######## design 1 ########
design_1/metal_stack.png
Drawn at 1 px/um.
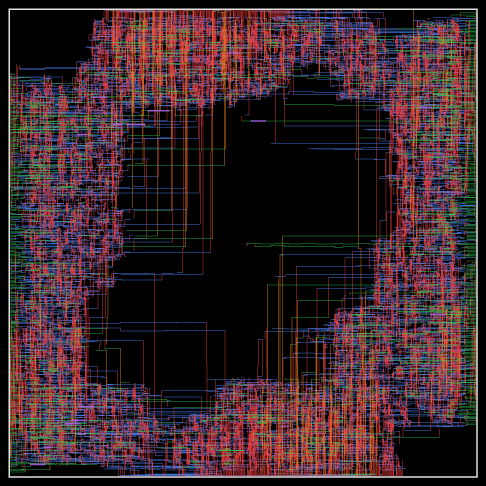

File: src/rtl/transpose_pkg.sv
// Shared definitions for the skewed transpose bank array: address width, the
// bank placement/skew rule and the reader FSM state encoding.
package transpose_pkg;

  typedef enum logic [1:0] {
    IDLE,
    READ,
    DRAIN
  } rd_state_e;

  function automatic int unsigned addr_width(input int unsigned n);
    return $clog2(n);
  endfunction

  // Row address holding column k inside bank b. Element c of row r lives in
  // bank (c + r) mod n, so bank b holds column k at row (b - k) mod n.
  // n is a power of two, so the mask performs the modulo.
  function automatic int unsigned bank_skew(input int unsigned b, input int unsigned k,
                                            input int unsigned n);
    return (b - k) & (n - 1);
  endfunction

endpackage

File: src/rtl/transpose_column_reader_if.sv
// Bank read port plus output stream of the transpose column reader.
// master = the reader itself, slave = bank array / PE array side.
interface transpose_column_reader_if
  import transpose_pkg::*;
#(
  parameter int unsigned DATA_WIDTH = 64,
  parameter int unsigned NUM_MG     = 8
);
  localparam int unsigned ADDR_WIDTH = addr_width(NUM_MG);

  logic                                  start;
  logic                                  busy;
  logic                                  done;
  logic                                  rd_en;
  logic [NUM_MG-1:0][ADDR_WIDTH-1:0]     read_addr;
  logic [NUM_MG-1:0][DATA_WIDTH-1:0]     read_data;
  logic                                  out_val;
  logic                                  out_rdy;
  logic [NUM_MG-1:0][DATA_WIDTH-1:0]     output_row;
  logic [ADDR_WIDTH-1:0]                 row_idx;

  modport master (
    input  start, read_data, out_rdy,
    output busy, done, rd_en, read_addr, out_val, output_row, row_idx
  );

  modport slave (
    output start, read_data, out_rdy,
    input  busy, done, rd_en, read_addr, out_val, output_row, row_idx
  );

endinterface

File: src/rtl/transpose_rotate.sv
// Combinational left rotate of NUM_MG words: rotated[r] = words[(r + shift) mod NUM_MG],
// built as log2(NUM_MG) power-of-two stages.
module transpose_rotate
  import transpose_pkg::*;
#(
  parameter  int unsigned DATA_WIDTH = 64,
  parameter  int unsigned NUM_MG     = 8,
  localparam int unsigned SHIFT_W    = addr_width(NUM_MG)
) (
  input  logic [NUM_MG-1:0][DATA_WIDTH-1:0] words,
  input  logic [SHIFT_W-1:0]                shift,
  output logic [NUM_MG-1:0][DATA_WIDTH-1:0] rotated
);

  logic [NUM_MG-1:0][DATA_WIDTH-1:0] stage [SHIFT_W+1];

  assign stage[0] = words;

  for (genvar s = 0; s < SHIFT_W; s++) begin : g_stage
    for (genvar r = 0; r < NUM_MG; r++) begin : g_word
      localparam int unsigned SRC = (r + (1 << s)) % NUM_MG;
      assign stage[s+1][r] = shift[s] ? stage[s][SRC] : stage[s][r];
    end
  end

  assign rotated = stage[SHIFT_W];

endmodule

File: src/rtl/transpose_column_reader.sv
// Read-side sequencer of the skewed transpose bank array: issues skewed per-bank
// reads, un-rotates the returned words and streams tile columns out as rows.
module transpose_column_reader
  import transpose_pkg::*;
#(
  parameter int unsigned DATA_WIDTH = 64,
  parameter int unsigned NUM_MG     = 8,
  parameter int unsigned NUM_PE     = NUM_MG
) (
  input logic                        clk,
  input logic                        rst,
  transpose_column_reader_if.master  bus
);

  localparam int unsigned ADDR_WIDTH = addr_width(NUM_PE);

  typedef logic [NUM_PE-1:0][DATA_WIDTH-1:0] row_t;

  typedef struct packed {
    row_t                  row;
    logic [ADDR_WIDTH-1:0] idx;
  } skid_entry_t;

  rd_state_e             state_q, state_d;
  logic [ADDR_WIDTH:0]   issue_cnt;
  logic [ADDR_WIDTH:0]   xfer_cnt;
  logic                  in_flight;
  logic [ADDR_WIDTH-1:0] in_flight_k;
  skid_entry_t           skid_q [2];
  skid_entry_t           skid_d [2];
  logic [1:0]            skid_cnt, skid_cnt_d;
  logic [1:0]            occupancy;
  logic                  issue, xfer, last_issue, last_xfer, start_accept;
  row_t                  rot_row;

  transpose_rotate #(
    .DATA_WIDTH (DATA_WIDTH),
    .NUM_MG     (NUM_MG)
  ) u_rotate (
    .words   (bus.read_data),
    .shift   (in_flight_k),
    .rotated (rot_row)
  );

  // Entries that will still be pending after this cycle's transfer; keeping this
  // below two lets a read issue in the same cycle a row leaves, so a ready
  // consumer sees one column per cycle without ever overfilling the skid.
  assign xfer       = bus.out_val && bus.out_rdy;
  assign occupancy  = skid_cnt + {1'b0, in_flight} - {1'b0, xfer};
  assign issue      = (state_q == READ) && (occupancy < 2'd2);
  assign last_issue = issue && (issue_cnt == (ADDR_WIDTH + 1)'(NUM_PE - 1));
  assign last_xfer  = xfer && (xfer_cnt == (ADDR_WIDTH + 1)'(NUM_PE - 1));
  assign start_accept = bus.start &&
                        ((state_q == IDLE) || ((state_q == DRAIN) && last_xfer));

  // NOTE: every variable assigned in always_comb gets a default first, so no
  // path through the block leaves it unassigned and no latch is inferred.
  always_comb begin
    state_d = state_q;
    unique case (state_q)
      IDLE:    if (bus.start) state_d = READ;
      READ:    if (last_issue) state_d = DRAIN;
      DRAIN:   if (last_xfer) state_d = bus.start ? READ : IDLE;
      default: state_d = IDLE;
    endcase
  end

  always_comb begin
    bus.read_addr = '0;
    if (issue) begin
      for (int unsigned b = 0; b < NUM_MG; b++) begin
        bus.read_addr[b] = ADDR_WIDTH'(bank_skew(b, 32'(issue_cnt), NUM_PE));
      end
    end
  end

  // Skid: slot 0 is the presented row; a departing row shifts slot 1 down,
  // and returning bank data lands in the first free slot behind it.
  always_comb begin
    skid_d     = skid_q;
    skid_cnt_d = skid_cnt;
    if (xfer) begin
      skid_d[0]  = skid_q[1];
      skid_cnt_d = skid_cnt - 2'd1;
    end
    if (in_flight) begin
      if (skid_cnt_d == 2'd0) skid_d[0] = '{row: rot_row, idx: in_flight_k};
      else                    skid_d[1] = '{row: rot_row, idx: in_flight_k};
      skid_cnt_d = skid_cnt_d + 2'd1;
    end
  end

  // NOTE: sequential state uses non-blocking assignments so every register
  // samples the pre-edge values, independent of statement order.
  always_ff @(posedge clk) begin
    if (rst) begin
      state_q     <= IDLE;
      issue_cnt   <= '0;
      xfer_cnt    <= '0;
      in_flight   <= 1'b0;
      in_flight_k <= '0;
      skid_cnt    <= '0;
      // NOTE: the skid entries are reset (unlike a RAM) because slot 0 drives
      // output_row and row_idx directly, which must read zero out of reset.
      skid_q      <= '{default: '0};
    end else begin
      state_q     <= state_d;
      in_flight   <= issue;
      in_flight_k <= issue_cnt[ADDR_WIDTH-1:0];
      skid_q      <= skid_d;
      skid_cnt    <= skid_cnt_d;
      if (start_accept)  issue_cnt <= '0;
      else if (issue)    issue_cnt <= issue_cnt + 1'b1;
      if (start_accept)  xfer_cnt <= '0;
      else if (xfer)     xfer_cnt <= xfer_cnt + 1'b1;
    end
  end

  assign bus.busy       = (state_q != IDLE);
  assign bus.done       = last_xfer && (state_q == DRAIN);
  assign bus.rd_en      = issue;
  assign bus.out_val    = (skid_cnt != 2'd0);
  assign bus.output_row = skid_q[0].row;
  assign bus.row_idx    = skid_q[0].idx;

endmodule

File: src/flat_wrapper.sv
// flat-port wrapper written by rule: the top's interface ports become plain ports
module transpose_column_reader_flat import transpose_pkg::*;
#(
  parameter int unsigned DATA_WIDTH = 64,
  parameter int unsigned NUM_MG     = 8,
  parameter int unsigned NUM_PE     = NUM_MG
)
  (clk, rst, bus_start, bus_read_data, bus_out_rdy, bus_busy, bus_done, bus_rd_en, bus_read_addr, bus_out_val, bus_output_row, bus_row_idx);
  transpose_column_reader_if #(.DATA_WIDTH(DATA_WIDTH), .NUM_MG(NUM_MG)) bus_i ();
  input logic clk;
  input logic rst;
  input wire logic [$bits(bus_i.start)-1:0] bus_start;
  input wire logic [$bits(bus_i.read_data)-1:0] bus_read_data;
  input wire logic [$bits(bus_i.out_rdy)-1:0] bus_out_rdy;
  output wire logic [$bits(bus_i.busy)-1:0] bus_busy;
  output wire logic [$bits(bus_i.done)-1:0] bus_done;
  output wire logic [$bits(bus_i.rd_en)-1:0] bus_rd_en;
  output wire logic [$bits(bus_i.read_addr)-1:0] bus_read_addr;
  output wire logic [$bits(bus_i.out_val)-1:0] bus_out_val;
  output wire logic [$bits(bus_i.output_row)-1:0] bus_output_row;
  output wire logic [$bits(bus_i.row_idx)-1:0] bus_row_idx;
  assign bus_i.start = bus_start;
  assign bus_i.read_data = bus_read_data;
  assign bus_i.out_rdy = bus_out_rdy;
  assign bus_busy = bus_i.busy;
  assign bus_done = bus_i.done;
  assign bus_rd_en = bus_i.rd_en;
  assign bus_read_addr = bus_i.read_addr;
  assign bus_out_val = bus_i.out_val;
  assign bus_output_row = bus_i.output_row;
  assign bus_row_idx = bus_i.row_idx;
  transpose_column_reader #(.DATA_WIDTH(DATA_WIDTH), .NUM_MG(NUM_MG), .NUM_PE(NUM_PE)) u_core (.clk(clk), .rst(rst), .bus(bus_i));
endmodule
File: config.mk
export PLATFORM = sky130hd
export DESIGN_NAME = transpose_column_reader_flat
export DESIGN_NICKNAME = d
export VERILOG_FILES = /design/src/rtl/transpose_pkg.sv /design/src/rtl/transpose_column_reader_if.sv /design/src/rtl/transpose_rotate.sv /design/src/rtl/transpose_column_reader.sv /design/src/flat_wrapper.sv
export SDC_FILE = /design/constraint.sdc
export NUM_CORES = 2
export LEC_CHECK = 0
export ABC_CLOCK_PERIOD_IN_PS = 4810
export CAP_MARGIN = 20
export CORE_MARGIN = 5
export CORE_UTILIZATION = 30
export CTS_CLUSTER_DIAMETER = 40
export DETAILED_ROUTE_END_ITERATION = 12
export PLACE_DENSITY = 0.61
export SETUP_SLACK_MARGIN = 0.15
export SLEW_MARGIN = 20
export SYNTH_ARGS = -nofsm -noshare
export SYNTH_HDL_FRONTEND = slang
export SYNTH_SLANG_ARGS = --single-unit
export TNS_END_PERCENT = 100
File: constraint.sdc
create_clock -name clk -period 4.81 [get_ports clk]
set_input_delay 0.7215 -clock clk [delete_from_list [all_inputs] [get_ports clk]]
set_output_delay 0.7215 -clock clk [all_outputs]
set_load 0.005 [all_outputs]
######## design 2 ########
**config.mk**
```make
export PLATFORM = sky130hd
export DESIGN_NAME = vga_frame_reader_flat
export DESIGN_NICKNAME = d
export VERILOG_FILES = /design/src/rtl/vga_frame_reader_if.sv /design/src/rtl/vga_frame_reader.sv /design/src/flat_wrapper.sv
export SDC_FILE = /design/constraint.sdc
export NUM_CORES = 1
export LEC_CHECK = 0
export CORE_MARGIN = 5
export CORE_UTILIZATION = 40
export DETAILED_ROUTE_END_ITERATION = 10
export PLACE_DENSITY = 0.72
export SYNTH_ARGS = -nofsm -noshare
export SYNTH_HDL_FRONTEND = slang
export SYNTH_SLANG_ARGS = --single-unit
```
**constraint.sdc**
```tcl
create_clock -name clk_25 -period 3.3 [get_ports clk_25]
set_clock_uncertainty 0.05 [all_clocks]
set_input_delay 0.66 -clock clk_25 [delete_from_list [all_inputs] [get_ports clk_25]]
set_output_delay 0.66 -clock clk_25 [all_outputs]
set_load 0.005 [all_outputs]
```
**src/rtl/vga_frame_reader_if.sv**
```systemverilog
// Framebuffer read port between the pixel reader (master) and the double-buffered RAM (slave).
interface vga_frame_reader_if #(
    parameter int ADDR_W = 18
);
    logic              mem_rd_en;
    logic [ADDR_W-1:0] mem_addr;
    logic [7:0]        mem_rdata;

    modport master (output mem_rd_en, output mem_addr, input mem_rdata);
    modport slave  (input mem_rd_en, input mem_addr, output mem_rdata);
endinterface

```
**src/rtl/vga_frame_reader.sv**
```systemverilog
// 2x-upscaling grayscale frame reader with frame-boundary bank swap and a colour-bar
// test pattern until the first swap; sync strobes are delay-matched to the 3-stage pipe.
module vga_frame_reader #(
    parameter int IMG_W     = 320,
    parameter int IMG_H     = 240,
    parameter int ADDR_W    = 18,
    parameter int SWAP_LINE = 480
) (
    input  logic               clk_25,
    input  logic               rst,
    input  logic [9:0]         hs,
    input  logic [9:0]         vs,
    input  logic               hsync_in,
    input  logic               vsync_in,
    input  logic               blank_in,
    vga_frame_reader_if.master mem,
    input  logic               swap_req,
    output logic               swap_ack,
    output logic               disp_bank,
    output logic [7:0]         vga_r,
    output logic [7:0]         vga_g,
    output logic [7:0]         vga_b,
    output logic               vga_hsync,
    output logic               vga_vsync,
    output logic               vga_blank_n,
    output logic               vga_sync_n
);
    localparam int IDX_W = ADDR_W - 1;

    typedef enum logic {S_TEST = 1'b0, S_SHOW = 1'b1} state_t;

    typedef struct packed {
        logic [2:0] bar;
        logic       hsync;
        logic       vsync;
        logic       active;
        logic       show;
    } stage_t;

    localparam stage_t STAGE_IDLE = '{bar: 3'd0, hsync: 1'b1, vsync: 1'b1, active: 1'b0, show: 1'b0};

    state_t state_q;
    logic   bank_q;
    logic   ack_q;
    logic   boundary;

    assign boundary = (hs == 10'd0) && (vs == 10'(SWAP_LINE));

    always_ff @(posedge clk_25) begin
        if (rst) begin
            state_q <= S_TEST;
            bank_q  <= 1'b0;
            ack_q   <= 1'b0;
        end else begin
            ack_q <= 1'b0;
            case (state_q)
                S_TEST: begin
                    if (boundary && swap_req) begin
                        bank_q  <= ~bank_q;
                        ack_q   <= 1'b1;
                        state_q <= S_SHOW;
                    end
                end
                S_SHOW: begin
                    if (boundary && swap_req) begin
                        bank_q <= ~bank_q;
                        ack_q  <= 1'b1;
                    end
                end
            endcase
        end
    end

    // Stage 1: address generation; mode and bank are captured here and ride with the pixel.
    logic              in_img;
    logic              fetch;
    logic [IDX_W-1:0]  idx;
    logic              rd_en_d, rd_en_q;
    logic [ADDR_W-1:0] addr_d, addr_q;
    stage_t            s1_d, s1_q, s2_d, s2_q;

    always_comb begin
        in_img  = ((vs >> 1) < 10'(IMG_H)) && ((hs >> 1) < 10'(IMG_W));
        idx     = IDX_W'(vs[8:1]) * IDX_W'(IMG_W) + IDX_W'(hs[9:1]);
        fetch   = blank_in && in_img && (state_q == S_SHOW);
        rd_en_d = fetch;
        addr_d  = fetch ? {bank_q, idx} : '0;

        s1_d        = STAGE_IDLE;
        s1_d.bar    = hs[9:7];
        s1_d.hsync  = hsync_in;
        s1_d.vsync  = vsync_in;
        s1_d.active = blank_in;
        s1_d.show   = (state_q == S_SHOW);

        s2_d = s1_q;
    end

    // Stage 3: RAM word for image mode, one bar bit per channel for test mode.
    logic [2:0][7:0] rgb_d, rgb_q;
    logic            hsync_d, hsync_q;
    logic            vsync_d, vsync_q;
    logic            blank_n_d, blank_n_q;

    genvar gi;
    generate
        for (gi = 0; gi < 3; gi++) begin : g_chan
            assign rgb_d[gi] = !s2_q.active ? 8'h00 :
                               s2_q.show    ? mem.mem_rdata : {8{s2_q.bar[gi]}};
        end
    endgenerate

    always_comb begin
        hsync_d   = s2_q.hsync;
        vsync_d   = s2_q.vsync;
        blank_n_d = s2_q.active;
    end

    always_ff @(posedge clk_25) begin
        if (rst) begin
            rd_en_q   <= 1'b0;
            addr_q    <= '0;
            s1_q      <= STAGE_IDLE;
            s2_q      <= STAGE_IDLE;
            rgb_q     <= '0;
            hsync_q   <= 1'b1;
            vsync_q   <= 1'b1;
            blank_n_q <= 1'b0;
        end else begin
            rd_en_q   <= rd_en_d;
            addr_q    <= addr_d;
            s1_q      <= s1_d;
            s2_q      <= s2_d;
            rgb_q     <= rgb_d;
            hsync_q   <= hsync_d;
            vsync_q   <= vsync_d;
            blank_n_q <= blank_n_d;
        end
    end

    assign mem.mem_rd_en = rd_en_q;
    assign mem.mem_addr  = addr_q;
    assign swap_ack      = ack_q;
    assign disp_bank     = bank_q;
    assign vga_r         = rgb_q[2];
    assign vga_g         = rgb_q[1];
    assign vga_b         = rgb_q[0];
    assign vga_hsync     = hsync_q;
    assign vga_vsync     = vsync_q;
    assign vga_blank_n   = blank_n_q;
    assign vga_sync_n    = hsync_q & vsync_q;
endmodule
```
**src/flat_wrapper.sv**
```systemverilog
// flat-port wrapper written by rule: the top's interface ports become plain ports
module vga_frame_reader_flat 
#(
    parameter int IMG_W     = 320,
    parameter int IMG_H     = 240,
    parameter int ADDR_W    = 18,
    parameter int SWAP_LINE = 480
)
  (clk_25, rst, hs, vs, hsync_in, vsync_in, blank_in, swap_req, swap_ack, disp_bank, vga_r, vga_g, vga_b, vga_hsync, vga_vsync, vga_blank_n, vga_sync_n, mem_mem_rd_en, mem_mem_addr, mem_mem_rdata);
  vga_frame_reader_if #(.ADDR_W(ADDR_W)) mem_i ();
  input  logic clk_25;
  input  logic rst;
  input  logic [9:0] hs;
  input  logic [9:0] vs;
  input  logic hsync_in;
  input  logic vsync_in;
  input  logic blank_in;
  input  logic swap_req;
  output logic swap_ack;
  output logic disp_bank;
  output logic [7:0] vga_r;
  output logic [7:0] vga_g;
  output logic [7:0] vga_b;
  output logic vga_hsync;
  output logic vga_vsync;
  output logic vga_blank_n;
  output logic vga_sync_n;
  output wire logic [$bits(mem_i.mem_rd_en)-1:0] mem_mem_rd_en;
  output wire logic [$bits(mem_i.mem_addr)-1:0] mem_mem_addr;
  input wire logic [$bits(mem_i.mem_rdata)-1:0] mem_mem_rdata;
  assign mem_mem_rd_en = mem_i.mem_rd_en;
  assign mem_mem_addr = mem_i.mem_addr;
  assign mem_i.mem_rdata = mem_mem_rdata;
  vga_frame_reader #(.IMG_W(IMG_W), .IMG_H(IMG_H), .ADDR_W(ADDR_W), .SWAP_LINE(SWAP_LINE)) u_core (.clk_25(clk_25), .rst(rst), .hs(hs), .vs(vs), .hsync_in(hsync_in), .vsync_in(vsync_in), .blank_in(blank_in), .mem(mem_i), .swap_req(swap_req), .swap_ack(swap_ack), .disp_bank(disp_bank), .vga_r(vga_r), .vga_g(vga_g), .vga_b(vga_b), .vga_hsync(vga_hsync), .vga_vsync(vga_vsync), .vga_blank_n(vga_blank_n), .vga_sync_n(vga_sync_n));
endmodule
```
######## design 3 ########
$ cat src/rtl/fetch_unit_if.sv
// Fetch-stage bundle: hazard-unit controls, branch feedback, imem port, IF/ID outputs.
interface fetch_if #(
  parameter int unsigned ADDR_W = 9
) ();

  logic              le_pc;
  logic              le_ifid;
  logic              redirect;
  logic              nullify;
  logic [31:0]       target;
  logic [ADDR_W-1:0] imem_addr;
  logic [31:0]       imem_data;
  logic [31:0]       if_id_instr;
  logic [31:0]       if_id_pc;
  logic [31:0]       if_id_npc;
  logic              if_id_valid;
  logic [31:0]       fetch_count;

  // Environment side: hazard unit, branch resolution and instruction memory
  modport master (
    output le_pc, le_ifid, redirect, nullify, target, imem_data,
    input  imem_addr, if_id_instr, if_id_pc, if_id_npc, if_id_valid, fetch_count
  );

  // Fetch unit side
  modport slave (
    input  le_pc, le_ifid, redirect, nullify, target, imem_data,
    output imem_addr, if_id_instr, if_id_pc, if_id_npc, if_id_valid, fetch_count
  );

endinterface

$ cat src/rtl/fetch_unit.sv
// Instruction fetch stage: PC/nPC, imem addressing, IF/ID register and fetch counter.
module fetch_unit #(
  parameter logic [31:0] RESET_PC = 32'h0000_0000,
  parameter int unsigned ADDR_W   = 9,
  parameter logic [31:0] NOP_WORD = 32'h0000_0000
) (
  input logic   clk,
  input logic   reset,
  fetch_if.slave bus
);

  localparam int unsigned XLEN    = 32;
  localparam logic [XLEN-1:0] PC_STEP  = XLEN'(4);
  localparam logic [XLEN-1:0] CNT_MAX  = '1;
  localparam logic [XLEN-1:0] ALIGN_MASK = ~XLEN'(3);

  typedef enum logic [0:0] {WARM, RUN} state_t;

  state_t          state_q, state_d;
  logic [XLEN-1:0] pc_q, pc_d;
  logic [XLEN-1:0] npc_q, npc_d;
  logic [XLEN-1:0] instr_q, instr_d;
  logic [XLEN-1:0] ipc_q, ipc_d;
  logic [XLEN-1:0] inpc_q, inpc_d;
  logic            valid_q, valid_d;
  logic [XLEN-1:0] cnt_q, cnt_d;
  logic            valid_load;
  logic [XLEN-1:0] tgt_al;

  assign tgt_al = bus.target & ALIGN_MASK;

  // State register
  always_ff @(posedge clk or posedge reset) begin
    if (reset) state_q <= WARM;
    else       state_q <= state_d;
  end

  // Next-state, PC and IF/ID selection; redirect beats stall beats advance
  always_comb begin
    state_d    = state_q;
    pc_d       = pc_q;
    npc_d      = npc_q;
    instr_d    = instr_q;
    ipc_d      = ipc_q;
    inpc_d     = inpc_q;
    valid_d    = valid_q;
    cnt_d      = cnt_q;
    valid_load = 1'b0;

    case (state_q)
      WARM: begin
        state_d = RUN;
        instr_d = NOP_WORD;
        valid_d = 1'b0;
      end
      RUN: begin
        if (bus.redirect) begin
          // Delay slot is the word at the current PC
          pc_d   = tgt_al;
          npc_d  = tgt_al + PC_STEP;
          ipc_d  = pc_q;
          inpc_d = npc_q;
          if (bus.nullify) begin
            instr_d = NOP_WORD;
            valid_d = 1'b0;
          end else begin
            instr_d    = bus.imem_data;
            valid_d    = 1'b1;
            valid_load = 1'b1;
          end
        end else begin
          if (bus.le_ifid) begin
            if (bus.le_pc) begin
              instr_d    = bus.imem_data;
              ipc_d      = pc_q;
              inpc_d     = npc_q;
              valid_d    = 1'b1;
              valid_load = 1'b1;
            end else begin
              // Bubble: the held PC word will be fetched again once the stall clears
              instr_d = NOP_WORD;
              valid_d = 1'b0;
            end
          end
          if (bus.le_pc) begin
            pc_d  = npc_q;
            npc_d = npc_q + PC_STEP;
          end
        end
      end
      default: state_d = WARM;
    endcase

    if (valid_load && (cnt_q != CNT_MAX)) cnt_d = cnt_q + XLEN'(1);
  end

  // PC, IF/ID and counter registers
  always_ff @(posedge clk or posedge reset) begin
    if (reset) begin
      pc_q    <= RESET_PC;
      npc_q   <= RESET_PC + PC_STEP;
      instr_q <= NOP_WORD;
      ipc_q   <= '0;
      inpc_q  <= '0;
      valid_q <= 1'b0;
      cnt_q   <= '0;
    end else begin
      pc_q    <= pc_d;
      npc_q   <= npc_d;
      instr_q <= instr_d;
      ipc_q   <= ipc_d;
      inpc_q  <= inpc_d;
      valid_q <= valid_d;
      cnt_q   <= cnt_d;
    end
  end

  assign bus.imem_addr   = pc_q[ADDR_W-1:0];
  assign bus.if_id_instr = instr_q;
  assign bus.if_id_pc    = ipc_q;
  assign bus.if_id_npc   = inpc_q;
  assign bus.if_id_valid = valid_q;
  assign bus.fetch_count = cnt_q;

endmodule

$ cat src/flat_wrapper.sv
// flat-port wrapper written by rule: the top's interface ports become plain ports
module fetch_unit_flat 
#(
  parameter logic [31:0] RESET_PC = 32'h0000_0000,
  parameter int unsigned ADDR_W   = 9,
  parameter logic [31:0] NOP_WORD = 32'h0000_0000
)
  (clk, reset, bus_le_pc, bus_le_ifid, bus_redirect, bus_nullify, bus_target, bus_imem_data, bus_imem_addr, bus_if_id_instr, bus_if_id_pc, bus_if_id_npc, bus_if_id_valid, bus_fetch_count);
  fetch_if #(.ADDR_W(ADDR_W)) bus_i ();
  input logic clk;
  input logic reset;
  input wire logic [$bits(bus_i.le_pc)-1:0] bus_le_pc;
  input wire logic [$bits(bus_i.le_ifid)-1:0] bus_le_ifid;
  input wire logic [$bits(bus_i.redirect)-1:0] bus_redirect;
  input wire logic [$bits(bus_i.nullify)-1:0] bus_nullify;
  input wire logic [$bits(bus_i.target)-1:0] bus_target;
  input wire logic [$bits(bus_i.imem_data)-1:0] bus_imem_data;
  output wire logic [$bits(bus_i.imem_addr)-1:0] bus_imem_addr;
  output wire logic [$bits(bus_i.if_id_instr)-1:0] bus_if_id_instr;
  output wire logic [$bits(bus_i.if_id_pc)-1:0] bus_if_id_pc;
  output wire logic [$bits(bus_i.if_id_npc)-1:0] bus_if_id_npc;
  output wire logic [$bits(bus_i.if_id_valid)-1:0] bus_if_id_valid;
  output wire logic [$bits(bus_i.fetch_count)-1:0] bus_fetch_count;
  assign bus_i.le_pc = bus_le_pc;
  assign bus_i.le_ifid = bus_le_ifid;
  assign bus_i.redirect = bus_redirect;
  assign bus_i.nullify = bus_nullify;
  assign bus_i.target = bus_target;
  assign bus_i.imem_data = bus_imem_data;
  assign bus_imem_addr = bus_i.imem_addr;
  assign bus_if_id_instr = bus_i.if_id_instr;
  assign bus_if_id_pc = bus_i.if_id_pc;
  assign bus_if_id_npc = bus_i.if_id_npc;
  assign bus_if_id_valid = bus_i.if_id_valid;
  assign bus_fetch_count = bus_i.fetch_count;
  fetch_unit #(.RESET_PC(RESET_PC), .ADDR_W(ADDR_W), .NOP_WORD(NOP_WORD)) u_core (.clk(clk), .reset(reset), .bus(bus_i));
endmodule
$ cat config.mk
export PLATFORM = sky130hd
export DESIGN_NAME = fetch_unit_flat
export DESIGN_NICKNAME = d
export VERILOG_FILES = /design/src/rtl/fetch_unit_if.sv /design/src/rtl/fetch_unit.sv /design/src/flat_wrapper.sv
export SDC_FILE = /design/constraint.sdc
export NUM_CORES = 1
export LEC_CHECK = 0
export CAP_MARGIN = 10
export CELL_PAD_IN_SITES_DETAIL_PLACEMENT = 0
export CELL_PAD_IN_SITES_GLOBAL_PLACEMENT = 1
export CORE_MARGIN = 4
export CORE_UTILIZATION = 35
export CTS_BUF_LIST = sky130_fd_sc_hd__clkbuf_4 sky130_fd_sc_hd__clkbuf_8 sky130_fd_sc_hd__clkbuf_16
export DETAILED_ROUTE_END_ITERATION = 8
export PLACE_DENSITY = 0.83
export SLEW_MARGIN = 20
export SYNTH_ARGS = -nofsm -noshare
export SYNTH_HDL_FRONTEND = slang
export SYNTH_SLANG_ARGS = --single-unit
$ cat constraint.sdc
create_clock -name clk -period 6.8 [get_ports clk]
set_input_delay 2.04 -clock clk [delete_from_list [all_inputs] [get_ports clk]]
set_output_delay 2.04 -clock clk [all_outputs]
set_load 0.02 [all_outputs]
######## design 4 ########
File: src/rtl/hazard_sequencer.sv
`default_nettype none
// ============================================================================
// Module   : hazard_sequencer
// Brief    : RAW-hazard stall, taken-branch flush and memory-busy freeze
//            controller for the 5-stage pipeline. Optional macro
//            HAZARD_PERF_CNT_EN adds saturating stall/flush counters.
// Revision : 1.0
// ============================================================================
module hazard_sequencer #(
   parameter int REG_AW = 3,
   parameter int CNT_W  = 16
) (
   input  logic              clk,
   input  logic              rst_n,
   input  logic [REG_AW-1:0] src1,
   input  logic [REG_AW-1:0] src2,
   input  logic              src2_used,
   input  logic [REG_AW-1:0] dest_exe,
   input  logic              wb_en_exe,
   input  logic              mem_read_exe,
   input  logic [REG_AW-1:0] dest_mem,
   input  logic              wb_en_mem,
   input  logic              forwarding_en,
   input  logic              branch_taken,
   input  logic              mem_busy,
   output logic              pc_hold,
   output logic              ifid_hold,
   output logic              idexe_bubble,
   output logic              ifid_flush,
   output logic              freeze,
   output logic [CNT_W-1:0]  stall_count,
   output logic [CNT_W-1:0]  flush_count
);

   typedef enum logic [0:0] {
      ST_IDLE  = 1'b0,
      ST_STALL = 1'b1
   } state_t;

   state_t     r_state;
   logic [1:0] r_rem;

   logic       w_match_exe;
   logic       w_match_mem;
   logic [1:0] w_need;
   logic       w_freeze;
   logic       w_flush;
   logic       w_stall;

   // r0 is hardwired to zero, so a write to it can never create a dependency
   assign w_match_exe = wb_en_exe && (dest_exe != '0) &&
                        ((dest_exe == src1) || (src2_used && (dest_exe == src2)));
   assign w_match_mem = wb_en_mem && (dest_mem != '0) &&
                        ((dest_mem == src1) || (src2_used && (dest_mem == src2)));

   always_comb begin
      w_need = 2'd0;
      if (forwarding_en) begin
         if (w_match_exe && mem_read_exe)
            w_need = 2'd1;
      end else if (w_match_exe) begin
         w_need = 2'd2;
      end else if (w_match_mem) begin
         w_need = 2'd1;
      end
   end

   assign w_freeze = rst_n & mem_busy;
   assign w_flush  = rst_n & ~mem_busy & branch_taken;
   assign w_stall  = rst_n & ~mem_busy & ~branch_taken &
                     ((r_state == ST_STALL) || (w_need != 2'd0));

   assign freeze       = w_freeze;
   assign ifid_flush   = w_flush;
   assign pc_hold      = w_stall;
   assign ifid_hold    = w_stall;
   assign idexe_bubble = w_stall;

   always_ff @(posedge clk or negedge rst_n) begin
      if (!rst_n) begin
         r_state <= ST_IDLE;
         r_rem   <= 2'd0;
      end else if (mem_busy) begin
         r_state <= r_state;
         r_rem   <= r_rem;
      end else if (branch_taken) begin
         // the stalled instruction is squashed, so its pending stall goes too
         r_state <= ST_IDLE;
         r_rem   <= 2'd0;
      end else if (r_state == ST_STALL) begin
         if (r_rem <= 2'd1) begin
            r_state <= ST_IDLE;
            r_rem   <= 2'd0;
         end else begin
            r_rem   <= r_rem - 2'd1;
         end
      end else if (w_need != 2'd0) begin
         r_rem <= w_need - 2'd1;
         if (w_need == 2'd2)
            r_state <= ST_STALL;
         else
            r_state <= ST_IDLE;
      end
   end

`ifdef HAZARD_PERF_CNT_EN
   logic [CNT_W-1:0] r_stall_cnt;
   logic [CNT_W-1:0] r_flush_cnt;

   always_ff @(posedge clk or negedge rst_n) begin
      if (!rst_n) begin
         r_stall_cnt <= '0;
         r_flush_cnt <= '0;
      end else begin
         if (w_stall && (r_stall_cnt != '1))
            r_stall_cnt <= r_stall_cnt + CNT_W'(1);
         if (w_flush && (r_flush_cnt != '1))
            r_flush_cnt <= r_flush_cnt + CNT_W'(1);
      end
   end

   assign stall_count = r_stall_cnt;
   assign flush_count = r_flush_cnt;
`else
   assign stall_count = '0;
   assign flush_count = '0;
`endif

endmodule
`default_nettype wire

File: config.mk
export PLATFORM = sky130hd
export DESIGN_NAME = hazard_sequencer
export DESIGN_NICKNAME = d
export VERILOG_FILES = /design/src/rtl/hazard_sequencer.sv
export SDC_FILE = /design/constraint.sdc
export NUM_CORES = 1
export LEC_CHECK = 0
export CORE_AREA = 2 2 41 58
export DETAILED_ROUTE_END_ITERATION = 6
export DIE_AREA = 0 0 43 60
export PLACE_DENSITY_LB_ADDON = 0.3
export SKIP_CTS_REPAIR_TIMING = 1
export SYNTH_ARGS = -nofsm -noshare
export SYNTH_HDL_FRONTEND = slang
export SYNTH_SLANG_ARGS = --single-unit
File: constraint.sdc
create_clock -name clk -period 6.3 [get_ports clk]
set_clock_uncertainty 0.05 [all_clocks]
set_input_delay 1.26 -clock clk [delete_from_list [all_inputs] [get_ports clk]]
set_output_delay 1.26 -clock clk [all_outputs]
set_load 0.05 [all_outputs]
design_4/metal_stack.png
Drawn at 6 px/um.
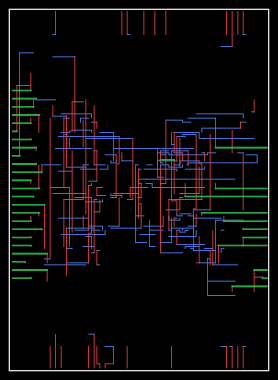
Blue stands for met1, wire length 412 um. Green stands for met3, wire length 161 um. Red stands for met2, wire length 590 um.

==> notes.md, design 4 <==
impl run done, here's what came out: chip area roughly 2600 um^2, biggest area cells buf_4 (39%), xnor2_1 (12%), dfrtp_1 (11%), xor2_1 (4.0%), ha_1 (3.8%), Buf/Inv on CP 2, dpl ws between 0.6 and 0.7 ns, row count 20, Seq share, synth 0.114, Area leader share 0.388, Final GP Congestion 0.742, WHS about 0.50 ns, minimum clock period after layout 5.59 ns, r2r startpoint r_state, TNS Setup 0 ns, grt met3 use 0.0453, sequential fraction of design power 0.175, die width between 40 and 50 um, Setup crit end kind primary output, CLK BUF 4, Worst path max stage delay between 0.8 and 0.9 ns, most frequent cells in the layout conb_1 (32), clkdlybuf4s50_1 (25), xnor2_1 (9), startpoint types primary input, Non-Clock Inverter Count 3, synthesis-to-layout area growth 25.1%, R2R Setup Slk slightly below 5 ns, top power group combinational logic, status finished clean, initial antenna violation count 0, Root Buffer Master clkbuf_4, CTS tree yes, CP max-delay cell clkdlybuf4s50_1
-- design 4: sequential cells by signal, indices dropped and copies added, names as in the netlist --
name	flops
r_rem	2
r_state	1
-- design 4: how the worst max path moves through the flow --
stage	to	slack, ns
after CTS	ifid_hold	0.68
after global placement	idexe_bubble	0.73
after global routing	ifid_hold	0.46
final	ifid_hold	0.71
after floorplan	ifid_hold	0.51
after detailed placement	ifid_hold	0.67
-- design 4: through the flow --
stage          instances  area (um^2)
6_report             131          823
3_5_place_dp         127          797
2_1_floorplan        114          774
4_1_cts              131          823
3_3_place_gp         127          797
5_1_grt              131          823
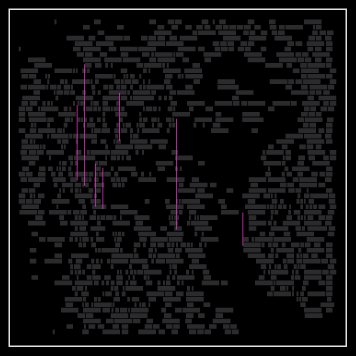
design_3/met4.png
Drawn at 2 px/um. Cells faint in the background.
The wires run mostly vertical. 5 nets have wire on it.
vias after detailed routing: 6862
WL final: 23400 um

==> notes.md, design 3 <==
impl run done, here's what came out: DR WL/cell ~17 um, P_sw 994 uW, cell with the most instances after synthesis dfrtp_1, CP Data Arrival Time around 4.8 ns, IO buf count around 200, comb_multi_in about 570, Seq/total area 0.393, status finished clean, crit path cell chain buf_4 -> buf_4 -> nand3_1 -> a22oi_4 -> nand4_1 -> buf_4 -> nor4_1 -> nor3_1 -> a221o_1, chip height between 150 and 200 um, Core Footprint around 25000 um^2, CLK BUF 18, non-clk buf share 0.178, Ys Warns 0, die width ~170 um, synthesis-to-layout area growth 32.7%, post-layout period usage 0.664, starting DRC count in detailed routing 431, worst r2r dst u_core.npc_q[30], Initial Util 0.356, asr flop ratio synth 1.00, Comb area 3970 um^2
## design 3: power by group through the flow
stage,Sequential (uW),Combinational [uW],Clock [uW]
floorplan,1550,312,0
global placement,1440,800,0
detailed placement,1440,808,0
CTS,1420,811,1140
global route,1450,864,1190
finish,1420,802,1110
## design 3: critical path, delay by kind of cell
family / cells / cell delay, ns
and+or+nand+nor: 4 / 0.87
AOI/OAI and AO/OA: 2 / 0.59
buffers and inverters: 3 / 1.29
## design 3: metal layers
metal	wire, um	GRT usage
met2	10500	0.256
met1	11400	0.243
met4	234	0.0360
met5	0	0
met3	1220	0.0323
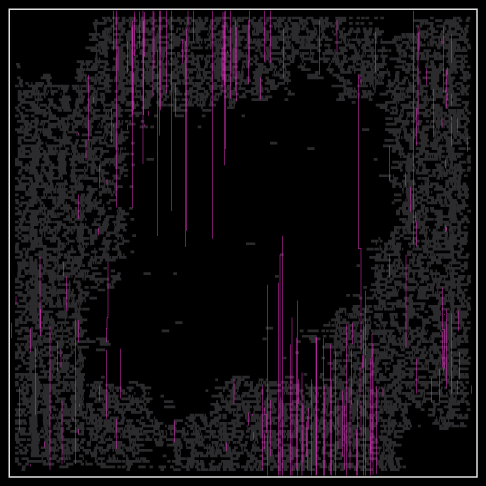
design_1/met4.png
Drawn at 1 px/um. Cells faint in the background.
The longest straight run is 239 um. The wires run mostly vertical. The layer holds 4.6% of the routed length.

Notes on design_1/metal_stack.png above:
Red stands for met2, wire length 105 mm. Green stands for met3, wire length 23.6 mm. Orange stands for met4, wire length 11000 um. Purple stands for met5, wire length 184 um. Blue stands for met1, wire length 99.2 mm.
vias after detailed routing: 55400
DR WL/cell: 23.6 um
WL final: 239000 um
GRT Total Usage: 0.208

==> notes.md, design 1 <==
impl run done, here's what came out: ys flop type dfxtp_1, endpoints failing setup 0, status finished clean, worst rel slew slack 0.284, cells after synthesis 6935, top power group sequential cells, mapped cell area ~62000 um^2, leading area contributor after synthesis dfxtp_1, cells on worst reg2reg path 11, cell with the most instances after synthesis nor2_1, Worst path max stage delay about 0.45 ns, P_sw 12700 uW, Routed Antenna Nets 0, final core utilization 0.376, Detail Placement HPWL around 170000 um, R2R Setup Slk roughly 1.3 ns, Overflow after GRT 0, grt met3 use 0.0530, Setup Fix Bufs, Post-CTS 0, Core Footprint between 200000 and 250000 um^2, synthesis-to-layout area growth 24.6%, Area leader share 0.335, Clk. pwr 13000 uW, RSZ-0062 raised after global routing false, met1 GRT Util 0.282, starting DRC count in detailed routing around 5700, Boundary Pins approximately 1100, Final GP Congestion 0.929, Internal Power roughly 25000 uW
==> design 1: layout make-up <==
type                    count  area [um^2]  share of cell area
clock buffers             209         4720              0.0606
flip-flops and latches   1046        21000               0.269
clock inverters           113         1470              0.0189
multi-input cells        4723        34700               0.446
repair buffers           1229        12400               0.160
diodes                     13         32.5            0.000418
inverters                   8         37.5            0.000482
well taps                2788         3490              0.0448
design_2/final_congestion.png
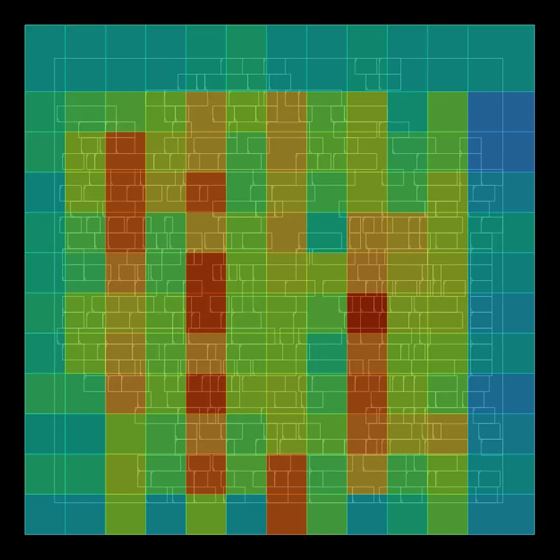
busiest grt layer: met2
DR WL/cell: 13.2 um
GRT Total Usage: 0.145

==> notes.md, design 2 <==
impl run done, here's what came out: status finished clean, Final GP Congestion between 0.7 and 0.8, non-filler cells, final between 300 and 400, number of max-cap violations 0, Area leader share 0.527, FFs & Latches 63, hold depth 1, DP Area approximately 3300 um^2, Buf/Inv on CP 2, Top class by area flip-flops and latches, WL final 5210 um, die width roughly 87 um, chip area about 7600 um^2, clock sink count ~63, Hold WC Path Type reg -> reg, starting DRC count in detailed routing 31, asr flop ratio synth 0, Most Frequent Cell on Critical Path ha_1, row count 28, Overflow after GRT 0, crit path cell chain clkdlybuf4s50_1 -> ha_1 -> ha_1 -> fa_1 -> a211o_1 -> buf_4 -> o21ai_2 -> xnor2_2 -> nand4_1 -> o32ai_1, most frequent cells in the layout clkdlybuf4s50_1 (82), dfxtp_1 (63), a21oi_1 (29), CLK BUF 12, Worst path top cell family by delay adder cells, leading area contributor after synthesis dfxtp_1, initial antenna violation count 0, dpl ws -0.0750 ns, Max VDD drop between 0.2 and 0.3 mV, setup ws final 0.265 ns, uppermost layer routed met4, Core Footprint slightly below 6000 um^2, Root Buffer Master clkbuf_8, Max Slew Vio Count 0, cells after synthesis 228, Seq/total area 0.365, Seq share, synth 0.527, Hold-fix buffers, CTS 0
-- design 2: path summary, 6_finish.rpt --
kind                   from                 endpoint  slack [ns]
max                   vs[2]  u_core.mem.mem_addr[16]        0.26
min reg2reg  u_core.s1_q[3]           u_core.hsync_d        0.36
max reg2reg  u_core.state_q  u_core.mem.mem_addr[16]        1.63
min          u_core.s1_q[3]           u_core.hsync_d        0.36
-- design 2: power breakdown --
group / switching [uW] / leakage [uW] / internal, uW / total, uW
clock network: 248 / 0.0000761 / 262 / 510
logic: 104 / 0.000759 / 117 / 221
registers: 1.98 / 0.000511 / 770 / 772


==> notes/layouts.md <==
Pictures saved along the way, in no particular order.

Routing congestion.
Plate I
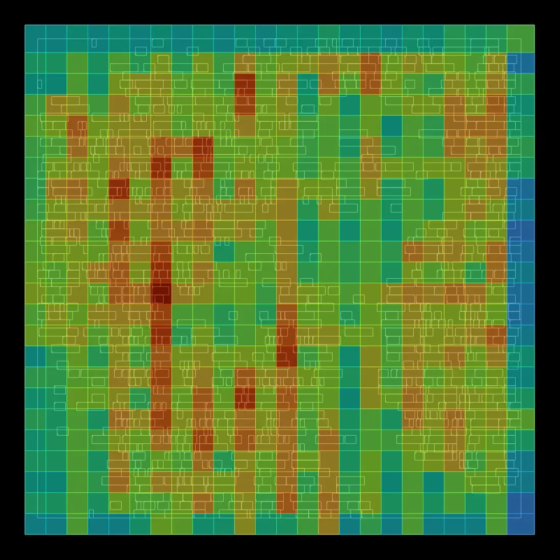
Plate II
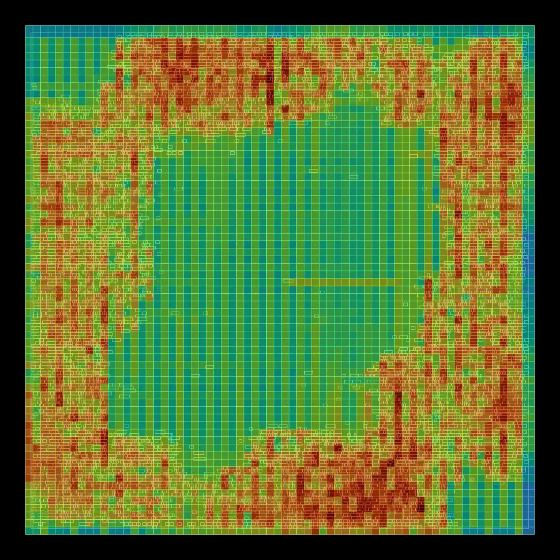
Plate III
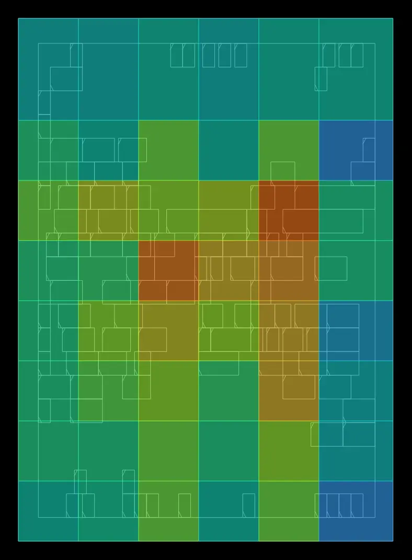
Design 4 is Plate III.
Design 1 is Plate II.
Design 3 is Plate I.
Of these, highest track usage: Plate II
Of these, least wire per cell: Plate III


==> layout pictures side by side <==
Routed clock nets over the placement.
panel A
Drawn at 4 px/um.
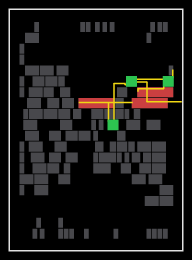
panel B
Drawn at 1 px/um.
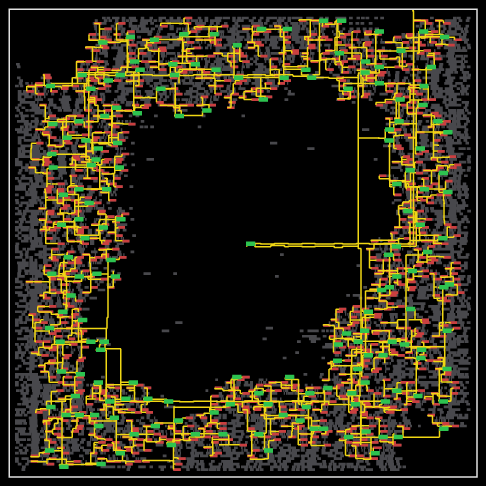
panel C
Drawn at 3 px/um.
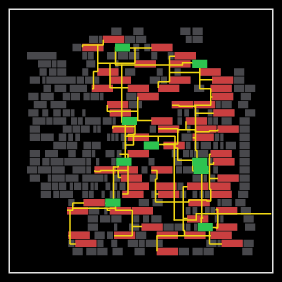
panel D
Drawn at 1.5 px/um.
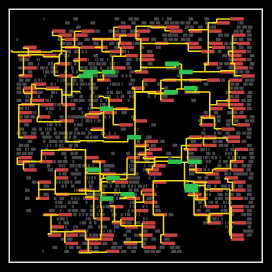
panel D -> design 3
panel C -> design 2
panel B -> design 1
panel A -> design 4

Key to panel B:
Yellow stands for clock wires, length 16200 um. Green stands for cells driving clock nets, count 173. Red stands for flip-flops, count 1046.
There are 174 routed clock nets.

Power figures rest on the tool's default switching activity, not on a simulated workload.
